######## design 1 ########
Figure 1. Signal metal coverage by tile (design 1).
The die is cut into 38 by 38 equal tiles; dark blue is low, red is high, scaled to the fullest tile. Values are wire area over tile area, all layers added.
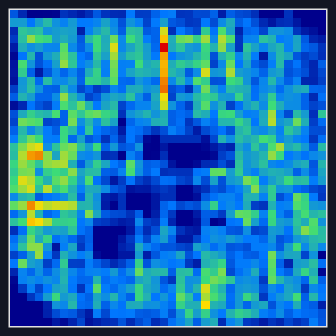

`src/rtl/ecc_serial_port.sv`:
```
// Serial front end for an ECC core: deserializes a mode+word frame and serializes result words MSB first.
// Define ECC_SP_FRAME_CHECK_EN to abort frames on an i_valid gap (o_frame_err) instead of stalling.
`timescale 1ns/1ps
module ecc_serial_port #(
  parameter int BIT     = 32,
  parameter int NCH_IN  = 6,
  parameter int NCH_OUT = 2,
  parameter int MODE_W  = 2
) (
  input  logic                     clk,
  input  logic                     rst,
  input  logic                     i_valid,
  input  logic [NCH_IN-1:0]        i_din,
  output logic [MODE_W-1:0]        o_mode,
  output logic [NCH_IN*BIT-1:0]    o_words,
  output logic                     o_start,
  output logic                     o_frame_err,
  input  logic                     i_res_valid,
  input  logic [NCH_OUT*BIT-1:0]   i_res,
  output logic                     o_res_ready,
  output logic                     o_valid,
  output logic [NCH_OUT-1:0]       o_dout
);

  localparam int CW = $clog2(BIT);

  typedef enum logic [1:0] {R_IDLE, R_MODE, R_DATA} rx_state_t;

  rx_state_t                   state, state_n;
  logic [CW-1:0]               cnt, cnt_n;
  logic                        last_bit;
  logic [MODE_W-1:0]           mode_sr;
  // Only BIT-1 bits per channel are stored; the final bit goes straight from i_din to o_words.
  logic [NCH_IN*(BIT-1)-1:0]   data_sr, data_sr_nx;
  logic [NCH_IN*BIT-1:0]       data_nx;

  logic [NCH_OUT*BIT-1:0]      tx_sr;
  logic                        busy;
  logic [CW-1:0]               tx_cnt;

  always_comb begin
    data_nx    = '0;
    data_sr_nx = '0;
    for (int unsigned c = 0; c < NCH_IN; c++) begin
      data_nx[c*BIT +: BIT]            = {data_sr[c*(BIT-1) +: BIT-1], i_din[c]};
      data_sr_nx[c*(BIT-1) +: BIT-1]   = data_nx[c*BIT +: BIT-1];
    end
  end

`ifdef ECC_SP_FRAME_CHECK_EN
  logic abort;
  assign abort = (state != R_IDLE) && !i_valid;
`endif

  always_ff @(posedge clk or negedge rst) begin
    if (!rst) begin
      state <= R_IDLE;
      cnt   <= '0;
    end else begin
      state <= state_n;
      cnt   <= cnt_n;
    end
  end

  always_comb begin
    state_n  = state;
    cnt_n    = cnt;
    last_bit = 1'b0;
    case (state)
      R_IDLE: begin
        if (i_valid) begin
          if (MODE_W == 1) begin
            state_n = R_DATA;
            cnt_n   = '0;
          end else begin
            state_n = R_MODE;
            cnt_n   = CW'(1);
          end
        end
      end
      R_MODE: begin
        if (i_valid) begin
          if (cnt == CW'(MODE_W-1)) begin
            state_n = R_DATA;
            cnt_n   = '0;
          end else begin
            cnt_n = cnt + CW'(1);
          end
        end
      end
      R_DATA: begin
        if (i_valid) begin
          if (cnt == CW'(BIT-1)) begin
            state_n  = R_IDLE;
            cnt_n    = '0;
            last_bit = 1'b1;
          end else begin
            cnt_n = cnt + CW'(1);
          end
        end
      end
      default: begin
        state_n = R_IDLE;
        cnt_n   = '0;
      end
    endcase
`ifdef ECC_SP_FRAME_CHECK_EN
    if (abort) begin
      state_n = R_IDLE;
      cnt_n   = '0;
    end
`endif
  end

  always_ff @(posedge clk or negedge rst) begin
    if (!rst) begin
      mode_sr <= '0;
      data_sr <= '0;
      o_mode  <= '0;
      o_words <= '0;
      o_start <= 1'b0;
    end else begin
      o_start <= last_bit;
      if ((state == R_IDLE || state == R_MODE) && i_valid)
        mode_sr <= MODE_W'({mode_sr, i_din[0]});
      if (state == R_DATA && i_valid)
        data_sr <= data_sr_nx;
      if (last_bit) begin
        o_mode  <= mode_sr;
        o_words <= data_nx;
      end
    end
  end

`ifdef ECC_SP_FRAME_CHECK_EN
  always_ff @(posedge clk or negedge rst) begin
    if (!rst) o_frame_err <= 1'b0;
    else      o_frame_err <= abort;
  end
`else
  assign o_frame_err = 1'b0;
`endif

  // Flat left shift: bits leaking across channel boundaries never reach a channel MSB in time to be seen.
  always_ff @(posedge clk or negedge rst) begin
    if (!rst) begin
      tx_sr  <= '0;
      busy   <= 1'b0;
      tx_cnt <= '0;
    end else if (!busy) begin
      if (i_res_valid) begin
        tx_sr  <= i_res;
        busy   <= 1'b1;
        tx_cnt <= '0;
      end
    end else begin
      tx_sr  <= tx_sr << 1;
      tx_cnt <= tx_cnt + CW'(1);
      if (tx_cnt == CW'(BIT-1)) begin
        busy   <= 1'b0;
        tx_cnt <= '0;
      end
    end
  end

  assign o_res_ready = !busy;
  assign o_valid     = busy;

  always_comb begin
    o_dout = '0;
    if (busy) begin
      for (int unsigned c = 0; c < NCH_OUT; c++)
        o_dout[c] = tx_sr[c*BIT + BIT-1];
    end
  end

endmodule

```
`config.mk`:
```
export PLATFORM = sky130hd
export DESIGN_NAME = ecc_serial_port
export DESIGN_NICKNAME = d
export VERILOG_FILES = /design/src/rtl/ecc_serial_port.sv
export SDC_FILE = /design/constraint.sdc
export NUM_CORES = 1
export LEC_CHECK = 0
export CORE_MARGIN = 2
export CORE_UTILIZATION = 52
export CTS_CLUSTER_SIZE = 30
export DETAILED_ROUTE_END_ITERATION = 10
export PLACE_DENSITY_LB_ADDON = 0.25
export SLEW_MARGIN = 20
export SYNTH_ARGS = -nofsm -noshare
export SYNTH_HDL_FRONTEND = slang
export SYNTH_SLANG_ARGS = --single-unit
```
`constraint.sdc`:
```
create_clock -name clk -period 3.5 [get_ports clk]
set_input_delay 0.35 -clock clk [delete_from_list [all_inputs] [get_ports clk]]
set_output_delay 0.35 -clock clk [all_outputs]
set_load 0.005 [all_outputs]
```
######## design 2 ########
--- src/rtl/sc_mux_scan.sv ---
// ---------------------------------------------------------------------------
// sc_mux_scan
//   Registered N-channel multiplexer with manual selection and an automatic
//   scan mode. In scan mode each channel stays on the output for
//   NUMBER_DWELL clock cycles, then the index moves to the next channel and
//   wraps around after the last one. A freeze input holds all state and the
//   output. newchan_Out pulses for one cycle whenever channel_Out changes.
//
//   Optional feature: define SC_MUXSCAN_SKIPMASK_EN to add
//   SC_MUXSCAN_mask_InBUS. Scan mode then visits only the channels whose
//   mask bit is 1. Manual mode always ignores the mask.
//
// Parameters
//   NUMBER_DATAWIDTH  width of one channel in bits
//   NUMBER_CHANNELS   number of channels (2..16)
//   NUMBER_DWELL      cycles spent on each channel in scan mode (1..255)
//
// Ports
//   SC_MUXSCAN_CLOCK_50     in   clock, rising edge
//   SC_MUXSCAN_RESET_InLow  in   asynchronous reset, active low
//   SC_MUXSCAN_data_InBUS   in   packed channels, channel k at [k*W +: W]
//   SC_MUXSCAN_select_InBUS in   manual channel index (clamped to N-1)
//   SC_MUXSCAN_mode_InLow   in   0 = scan, 1 = manual
//   SC_MUXSCAN_freeze_In    in   1 = hold everything
//   SC_MUXSCAN_mask_InBUS   in   channel enable mask (SC_MUXSCAN_SKIPMASK_EN only)
//   SC_MUXSCAN_z_Out        out  registered data of the selected channel
//   SC_MUXSCAN_channel_Out  out  index of the channel on z_Out
//   SC_MUXSCAN_newchan_Out  out  one-cycle pulse after channel_Out changes
// ---------------------------------------------------------------------------
module sc_mux_scan #(
  parameter int NUMBER_DATAWIDTH = 8,
  parameter int NUMBER_CHANNELS  = 10,
  parameter int NUMBER_DWELL     = 4
) (
  input  logic                                        SC_MUXSCAN_CLOCK_50,
  input  logic                                        SC_MUXSCAN_RESET_InLow,
  input  logic [NUMBER_CHANNELS*NUMBER_DATAWIDTH-1:0] SC_MUXSCAN_data_InBUS,
  input  logic [3:0]                                  SC_MUXSCAN_select_InBUS,
  input  logic                                        SC_MUXSCAN_mode_InLow,
  input  logic                                        SC_MUXSCAN_freeze_In,
`ifdef SC_MUXSCAN_SKIPMASK_EN
  input  logic [NUMBER_CHANNELS-1:0]                  SC_MUXSCAN_mask_InBUS,
`endif
  output logic [NUMBER_DATAWIDTH-1:0]                 SC_MUXSCAN_z_Out,
  output logic [3:0]                                  SC_MUXSCAN_channel_Out,
  output logic                                        SC_MUXSCAN_newchan_Out
);

  localparam logic ST_MANUAL = 1'b0;
  localparam logic ST_SCAN   = 1'b1;

  localparam logic [3:0] LAST_IDX   = 4'(NUMBER_CHANNELS - 1);
  localparam logic [7:0] DWELL_LAST = 8'(NUMBER_DWELL - 1);

  logic       state;
  logic       state_next;
  logic [3:0] idx;
  logic [3:0] idx_next;
  logic [7:0] dcnt;
  logic [7:0] dcnt_next;
  logic [3:0] sel_clamped;
  logic [3:0] scan_next;

  // Channels unpacked into a full 16-entry table so that the 4-bit index
  // always addresses it exactly; unused entries read as zero.
  logic [NUMBER_DATAWIDTH-1:0] chan [16];

  for (genvar k = 0; k < 16; k++) begin : g_chan
    if (k < NUMBER_CHANNELS) begin : g_used
      assign chan[k] = SC_MUXSCAN_data_InBUS[k*NUMBER_DATAWIDTH +: NUMBER_DATAWIDTH];
    end else begin : g_pad
      assign chan[k] = '0;
    end
  end

  // Out-of-range manual selections stick to the last real channel.
  always_comb begin
    sel_clamped = SC_MUXSCAN_select_InBUS;
    if ({1'b0, SC_MUXSCAN_select_InBUS} >= 5'(NUMBER_CHANNELS)) begin
      sel_clamped = LAST_IDX;
    end
  end

`ifdef SC_MUXSCAN_SKIPMASK_EN
  logic [15:0] mask_ext;
  logic [4:0]  cand;
  logic        found;

  assign mask_ext = 16'(SC_MUXSCAN_mask_InBUS);

  // Search forward from idx+1 (wrapping) for the first enabled channel.
  // The last candidate is idx itself, so a mask with only the current
  // channel enabled keeps it; an all-zero mask finds nothing and holds idx.
  always_comb begin
    scan_next = idx;
    found     = 1'b0;
    cand      = '0;
    for (int k = 1; k <= NUMBER_CHANNELS; k++) begin
      cand = {1'b0, idx} + 5'(k);
      if (cand >= 5'(NUMBER_CHANNELS)) begin
        cand = cand - 5'(NUMBER_CHANNELS);
      end
      if (!found && mask_ext[cand[3:0]]) begin
        scan_next = cand[3:0];
        found     = 1'b1;
      end
    end
  end
`else
  always_comb begin
    scan_next = idx + 4'd1;
    if (idx == LAST_IDX) begin
      scan_next = 4'd0;
    end
  end
`endif

  // Mode is sampled every edge: manual loads the clamped select, the first
  // scan edge keeps the current index and restarts the dwell, and later
  // scan edges advance once the dwell count reaches its last value.
  always_comb begin
    state_next = state;
    idx_next   = idx;
    dcnt_next  = dcnt;
    if (SC_MUXSCAN_mode_InLow) begin
      state_next = ST_MANUAL;
      idx_next   = sel_clamped;
      dcnt_next  = 8'd0;
    end else if (state == ST_MANUAL) begin
      state_next = ST_SCAN;
      idx_next   = idx;
      dcnt_next  = 8'd0;
    end else if (dcnt == DWELL_LAST) begin
      idx_next   = scan_next;
      dcnt_next  = 8'd0;
    end else begin
      dcnt_next  = dcnt + 8'd1;
    end
  end

  // Freeze holds everything and suppresses the change pulse; any mode change
  // requested during freeze is simply evaluated on the first unfrozen edge.
  always_ff @(posedge SC_MUXSCAN_CLOCK_50 or negedge SC_MUXSCAN_RESET_InLow) begin
    if (!SC_MUXSCAN_RESET_InLow) begin
      state                  <= ST_MANUAL;
      idx                    <= 4'd0;
      dcnt                   <= 8'd0;
      SC_MUXSCAN_z_Out       <= '0;
      SC_MUXSCAN_channel_Out <= 4'd0;
      SC_MUXSCAN_newchan_Out <= 1'b0;
    end else if (SC_MUXSCAN_freeze_In) begin
      SC_MUXSCAN_newchan_Out <= 1'b0;
    end else begin
      state                  <= state_next;
      idx                    <= idx_next;
      dcnt                   <= dcnt_next;
      SC_MUXSCAN_z_Out       <= chan[idx_next];
      SC_MUXSCAN_channel_Out <= idx_next;
      SC_MUXSCAN_newchan_Out <= (idx_next != SC_MUXSCAN_channel_Out);
    end
  end

endmodule
--- config.mk ---
export PLATFORM = sky130hd
export DESIGN_NAME = sc_mux_scan
export DESIGN_NICKNAME = d
export VERILOG_FILES = /design/src/rtl/sc_mux_scan.sv
export SDC_FILE = /design/constraint.sdc
export NUM_CORES = 1
export LEC_CHECK = 0
export CORE_MARGIN = 4
export CORE_UTILIZATION = 30
export DETAILED_ROUTE_END_ITERATION = 8
export SYNTH_ARGS = -nofsm -noshare
export SYNTH_HDL_FRONTEND = slang
export SYNTH_SLANG_ARGS = --single-unit
--- constraint.sdc ---
create_clock -name SC_MUXSCAN_CLOCK_50 -period 2.71 [get_ports SC_MUXSCAN_CLOCK_50]
set_input_delay 0.4065 -clock SC_MUXSCAN_CLOCK_50 [delete_from_list [all_inputs] [get_ports SC_MUXSCAN_CLOCK_50]]
set_output_delay 0.4065 -clock SC_MUXSCAN_CLOCK_50 [all_outputs]
set_load 0.02 [all_outputs]
######## design 3 ########
**config.mk**
```make
export PLATFORM = sky130hd
export DESIGN_NAME = access_ctrl
export DESIGN_NICKNAME = d
export VERILOG_FILES = /design/src/rtl/access_pkg.sv /design/src/rtl/access_ctrl_ms_tick_gen.sv /design/src/rtl/access_ctrl.sv
export SDC_FILE = /design/constraint.sdc
export NUM_CORES = 1
export LEC_CHECK = 0
export CAP_MARGIN = 10
export CORE_MARGIN = 2
export CORE_UTILIZATION = 30
export CTS_CLUSTER_DIAMETER = 100
export CTS_CLUSTER_SIZE = 40
export DETAILED_ROUTE_END_ITERATION = 12
export MAX_ROUTING_LAYER = met4
export PLACE_DENSITY = 0.53
export SKIP_LAST_GASP = 1
export SLEW_MARGIN = 20
export SYNTH_ARGS = -nofsm -noshare
export SYNTH_HDL_FRONTEND = slang
export SYNTH_SLANG_ARGS = --single-unit
```
**constraint.sdc**
```tcl
create_clock -name clk -period 4.8 [get_ports clk]
set_clock_uncertainty 0.15 [all_clocks]
set_input_delay 0.48 -clock clk [delete_from_list [all_inputs] [get_ports clk]]
set_output_delay 0.48 -clock clk [all_outputs]
set_load 0.05 [all_outputs]
```
**src/rtl/access_pkg.sv**
```systemverilog
// access_pkg: shared types and constants for the access controller.
//   state_e     - controller state encoding (2-bit)
//   MS_CNT_W    - width of the millisecond down-counter
//   cyc_per_ms  - clock cycles per millisecond for a given clock frequency
package access_pkg;

    typedef enum logic [1:0] {
        ST_IDLE    = 2'd0,
        ST_GRANT   = 2'd1,
        ST_DENY    = 2'd2,
        ST_LOCKOUT = 2'd3
    } state_e;

    localparam int MS_CNT_W = 16;

    function automatic int cyc_per_ms(input int clk_hz);
        return clk_hz / 1000;
    endfunction

endpackage

```
**src/rtl/access_ctrl_ms_tick_gen.sv**
```systemverilog
// ms_tick_gen: millisecond prescaler.
//   clk_i, rst_n_i : clock, async active-low reset
//   clr_i          : synchronous clear, restarts the millisecond period
//   ms_tick_o      : one-cycle pulse on the last cycle of every CYC_PER_MS-cycle period
module ms_tick_gen #(
    parameter int CYC_PER_MS = 50000
) (
    input  logic clk_i,
    input  logic rst_n_i,
    input  logic clr_i,
    output logic ms_tick_o
);

    localparam int CW = (CYC_PER_MS > 1) ? $clog2(CYC_PER_MS) : 1;
    localparam logic [CW-1:0] LAST = CW'(CYC_PER_MS - 1);

    logic [CW-1:0] cnt_q, cnt_d;

    assign ms_tick_o = (cnt_q == LAST);

    always_comb begin
        cnt_d = cnt_q + CW'(1);
        if (clr_i || ms_tick_o) cnt_d = '0;
    end

    always_ff @(posedge clk_i or negedge rst_n_i) begin
        if (!rst_n_i) cnt_q <= '0;
        else          cnt_q <= cnt_d;
    end

endmodule

```
**src/rtl/access_ctrl.sv**
```systemverilog
// access_ctrl: turns allow/deny decisions into timed relay/LED actions with
// consecutive-denial lockout.
//   clk, rst_n            : clock, async active-low reset
//   auth_valid/auth_allow : one-cycle decision strobe and its value
//   relay_on, led_green   : high for the whole GRANT action
//   led_red               : high in DENY and LOCKOUT
//   lockout, busy         : state indicators
//   req_drop              : one-cycle pulse for a decision arriving while busy
//   fail_cnt              : consecutive-denial count
//   grant_cnt, deny_cnt   : access statistics, only when ACCESS_STATS_EN is
//                           defined; otherwise tied to 0
module access_ctrl
    import access_pkg::*;
#(
    parameter int CLK_FREQ_HZ = 50000000,
    parameter int UNLOCK_MS   = 3000,
    parameter int DENY_MS     = 1000,
    parameter int LOCKOUT_MS  = 30000,
    parameter int MAX_FAILS   = 3
) (
    input  logic        clk,
    input  logic        rst_n,
    input  logic        auth_valid,
    input  logic        auth_allow,
    output logic        relay_on,
    output logic        led_green,
    output logic        led_red,
    output logic        lockout,
    output logic        busy,
    output logic        req_drop,
    output logic [7:0]  fail_cnt,
    output logic [15:0] grant_cnt,
    output logic [15:0] deny_cnt
);

    localparam int CYC = cyc_per_ms(CLK_FREQ_HZ);
    localparam logic [MS_CNT_W-1:0] UNLOCK_L  = MS_CNT_W'(UNLOCK_MS);
    localparam logic [MS_CNT_W-1:0] DENY_L    = MS_CNT_W'(DENY_MS);
    localparam logic [MS_CNT_W-1:0] LOCKOUT_L = MS_CNT_W'(LOCKOUT_MS);

    state_e              state_q, state_d;
    logic [MS_CNT_W-1:0] ms_q, ms_d;
    logic [7:0]          fail_q, fail_d;
    logic                clr, ms_tick, expire;
    logic                relay_q, green_q, red_q, lock_q, busy_q, drop_q, drop_d;

    ms_tick_gen #(.CYC_PER_MS(CYC)) u_tick (
        .clk_i     (clk),
        .rst_n_i   (rst_n),
        .clr_i     (clr),
        .ms_tick_o (ms_tick)
    );

    // Last tick of the last millisecond: the state stays non-IDLE this cycle
    // and IDLE is reached on the next edge.
    assign expire = ms_tick && (ms_q == MS_CNT_W'(1));

    always_comb begin
        state_d = state_q;
        ms_d    = ms_q;
        fail_d  = fail_q;
        clr     = 1'b0;
        drop_d  = 1'b0;
        case (state_q)
            ST_IDLE: begin
                if (auth_valid) begin
                    clr = 1'b1;
                    if (auth_allow) begin
                        state_d = ST_GRANT;
                        ms_d    = UNLOCK_L;
                        fail_d  = '0;
                    end else if (int'(fail_q) + 1 < MAX_FAILS) begin
                        state_d = ST_DENY;
                        ms_d    = DENY_L;
                        fail_d  = (fail_q == 8'hFF) ? 8'hFF : fail_q + 8'd1;
                    end else begin
                        state_d = ST_LOCKOUT;
                        ms_d    = LOCKOUT_L;
                        fail_d  = '0;
                    end
                end
            end
            default: begin
                drop_d = auth_valid;
                if (ms_tick) ms_d = ms_q - MS_CNT_W'(1);
                if (expire)  state_d = ST_IDLE;
            end
        endcase
    end

    // Outputs are registered from the next state so they line up with it.
    always_ff @(posedge clk or negedge rst_n) begin
        if (!rst_n) begin
            state_q <= ST_IDLE;
            ms_q    <= '0;
            fail_q  <= '0;
            relay_q <= 1'b0;
            green_q <= 1'b0;
            red_q   <= 1'b0;
            lock_q  <= 1'b0;
            busy_q  <= 1'b0;
            drop_q  <= 1'b0;
        end else begin
            state_q <= state_d;
            ms_q    <= ms_d;
            fail_q  <= fail_d;
            relay_q <= (state_d == ST_GRANT);
            green_q <= (state_d == ST_GRANT);
            red_q   <= (state_d == ST_DENY) || (state_d == ST_LOCKOUT);
            lock_q  <= (state_d == ST_LOCKOUT);
            busy_q  <= (state_d != ST_IDLE);
            drop_q  <= drop_d;
        end
    end

    assign relay_on  = relay_q;
    assign led_green = green_q;
    assign led_red   = red_q;
    assign lockout   = lock_q;
    assign busy      = busy_q;
    assign req_drop  = drop_q;
    assign fail_cnt  = fail_q;

`ifdef ACCESS_STATS_EN
    logic [15:0] grant_q, deny_q;

    always_ff @(posedge clk or negedge rst_n) begin
        if (!rst_n) begin
            grant_q <= '0;
            deny_q  <= '0;
        end else if (state_q == ST_IDLE) begin
            if (state_d == ST_GRANT && grant_q != 16'hFFFF)
                grant_q <= grant_q + 16'd1;
            if ((state_d == ST_DENY || state_d == ST_LOCKOUT) && deny_q != 16'hFFFF)
                deny_q <= deny_q + 16'd1;
        end
    end

    assign grant_cnt = grant_q;
    assign deny_cnt  = deny_q;
`else
    assign grant_cnt = '0;
    assign deny_cnt  = '0;
`endif

endmodule
```
Figure 2. Clock distribution (design 2).
Bar = 20 um.
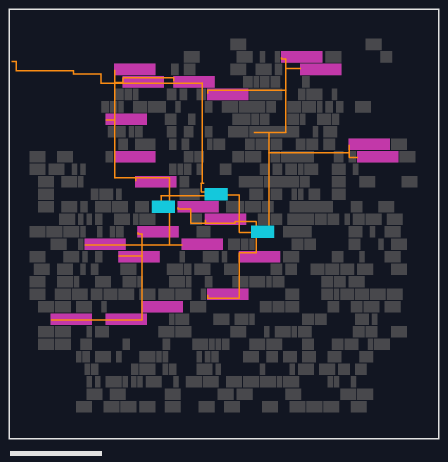
[magenta] flip-flops | count: 22
[cyan] clock drivers | count: 3
[orange] clock wires | length: 377 um
routed clock nets	4
setup clock skew after layout: 0.00665 ns
clock power share: 0.233
Skew-Pair Late Insertion Delay: 0.27 ns
reported clock group power: 322 uW

==> results.txt, design 2 <==
The synthesis and PnR run went through. The layout summary lists the proportion of cells stronger than drive strength 1 as 0.113. The final route contains 2,512 vias. Share of synthesized cell area in and-or and or-and compound cells landed at 0.352.

Initial antenna violation count landed at 0. Met2 wire length landed at 3970 um. On met2, the global router reports a usage of 0.303. Looking at the setup timing report, the critical path kind is reg -> reg. In this run the number of H-tree levels came out at 1.

Number of clock buffer instances in the layout landed at 3. Reported combinational group power landed at 652 uW. The library cell used most frequently in the layout, excluding fill and tap cells, is clkdlybuf4s50_1. Across all checked pins, the minimum headroom to the slew limit is 0.716. For this design the total switching power over the nets is 475 uW. Data on the critical path arrives at its endpoint at 2.77 ns.

Number of global-route vias before repair landed at 2,459. The run finished with clean final reports. For reference, the top cells by count after synthesis are nand2_1, dfrtp_1, nand3_1.

Count of clock tree sinks landed at 22. Number of routed nets with antenna violations landed at 0. Per the final report, the share of cell area in clock cells is 0.0206. In the synthesized netlist the async set-or-reset flop fraction comes to 1.00. Routed wire length landed at 8030 um. For flop-to-flop paths, the worst setup slack is 0.15 ns. Sorting the Yosys area breakdown by cell type puts at the top dfrtp_1. Total sequential power landed at 409 uW. For this run, the register share of the synthesized area comes to 0.253. Number of instances resized during post-cts repair landed at 0.
Figure 3. The clock network (design 3).
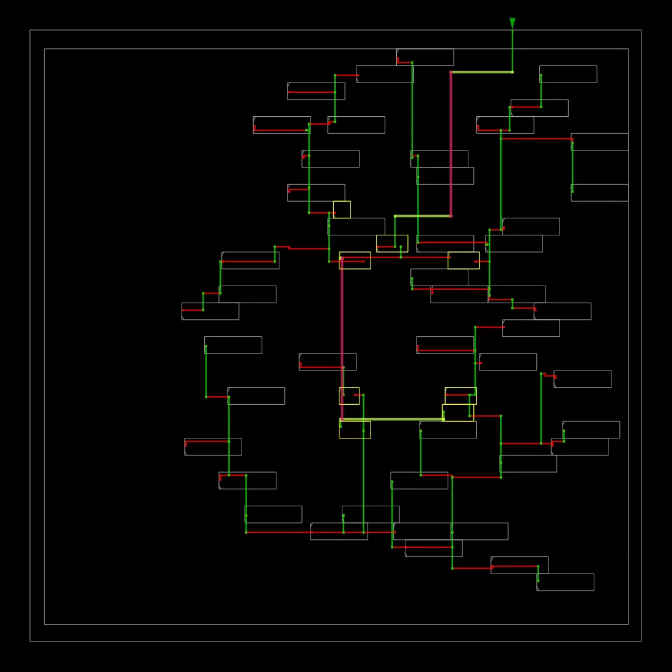
Sink Count: 47
Skew-Pair Late Insertion Delay: 0.30 ns

Figure 4. Signal metal coverage by tile (design 3).
The die is cut into 20 by 20 equal tiles; dark blue is low, red is high, scaled to the fullest tile. Values are wire area over tile area, all layers added.
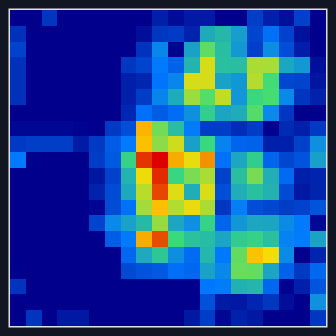
mean over tiles	0.082
densest ninth of the die	middle
fullest tile	0.42
nearly empty tiles	37%
tiles over half the peak	11%
post-DR wirelength/cell: 12.7 um
aggregate routed wire length: 5070 um
via total after detailed routing: 1,953

==> results.txt, design 3 <==
The synthesis and PnR run went through. OpenROAD emitted warnings numbering 27. STA classifies the critical path startpoint as a flip-flop. The flow ran to the end, and the final reports show no timing, DRC or antenna violations. Longest individual stage delay on the worst path landed at 0.82 ns. Combined area of the multi-input logic cells landed at 0.00128 mm^2. Worst hold-check slack landed at 0.0146 ns. On met3, the global router reports a usage of 0.0179. The switching portion of total power comes to 0.414. TritonCTS built the clock tree.

Total CTS buffers landed at 5. Per the placement report, the placed cell count is 391. Registers represent a cell area share of 0.406. For the finished layout, the period the worst path requires is 2.80 ns.

For the worst setup path, the data arrival time is 2.84 ns. In the per-layer breakdown of the detailed-route log, met1 shows 2540 um. XOR/XNOR share of the synthesized area landed at 0.0559. After detailed routing, the number of vias per cell comes to 4.89.

The power report attributes to the clock group a share of 0.191. Derived from the worst setup path, the maximum achievable clock frequency is 357 MHz. For this run the top cell type by instance count after synthesis was dfrtp_1. Max-capacitance violation count landed at 0. Data-path buffer share of cell area in the final layout landed at 0.0605. The layout has 6 clock buffers.
Figure 5. Clock distribution (design 1).
Bar = 50 um.
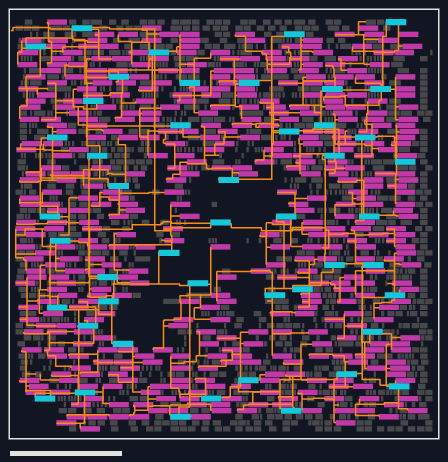
[orange] clock wires | length: 5,400 um
[cyan] clock drivers | count: 47
[magenta] flip-flops | count: 460
routed clock nets	48
Skew-Pair Late Insertion Delay: 0.55 ns
reported clock group power: 5.05 mW

Figure 6. The clock network (design 1).
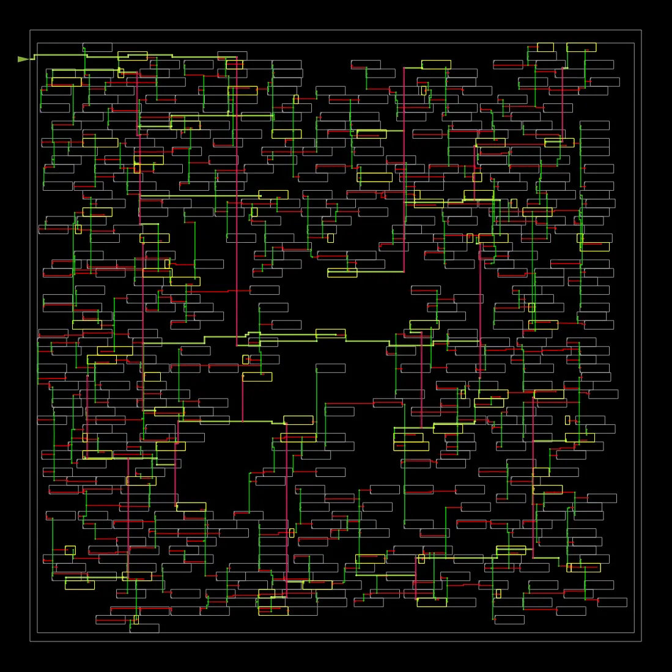
clk_buf instances: 64
Sink Count: 460

About Figure 1:
densest ninth of the die	left middle
tiles over half the peak	9.6%
fullest tile	0.58
nearly empty tiles	6.1%
aggregate routed wire length: 37,800 um
All-Layer GR Usage: 0.211
post-DR wirelength/cell: 16.4 um
via total after detailed routing: 11,638

==> results.txt, design 1 <==
The synthesis and PnR run went through. The flow ran to the end, and the final reports show no timing, DRC or antenna violations. Count of library flops with an enable pin landed at 0. Measured on the final layout, buffering overhead outside the clock network stands at 0.131. The largest registers in the layout are o_words (192), data_sr (186), tx_sr (64). Sequential area share after synthesis landed at 0.628. Yosys reports the multiplexer fraction of the synthesized area as 0.177. Relative area of clock buffers and inverters in the final design landed at 0.0678.

Input and output buffers added on the ports amount to 272. For this block, the initial DRC count from the detailed router was 624. The worst register-to-register path begins at cnt[0]. The most critical setup path has its startpoint at o_valid. The worst path needs 2.55 ns of the cycle, external delays included. Transition at the pin with the smallest max-transition slack landed at 1.12 ns.

Summed over all failing endpoints, the final setup total negative slack is 0 ns. At the placement stage, the worst setup path has a slack of 0.802 ns. For this design the total switching power over the nets is 3.14 mW. Fmax landed at 392 MHz.

Number of synthesized register bits landed at 460.

==> screenshots <==
Cells coloured by class.
Plate I
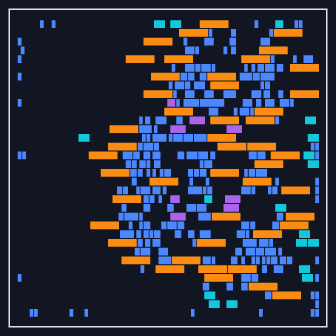
Plate II
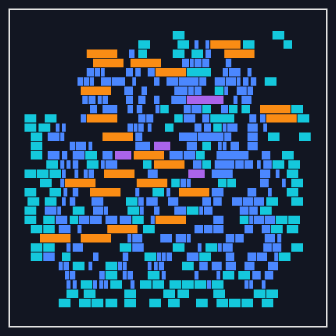
Plate III
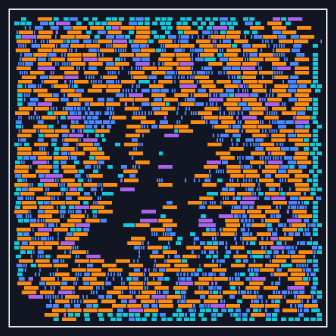
The one with the most cells is Plate III.
The one with the highest utilization is Plate III.
Design 3 is Plate I.
Design 1 is Plate III.
Design 2 is Plate II.

Key to Plate II:
colour	class	cells	share of their area
orange	flops	22	16%
cyan	other buffers and delay cells	122	36%
purple	clock drivers and dummy loads	4	2.1%
blue	combinational and other logic	233	46%


Power is estimated from default activity; no workload was simulated.
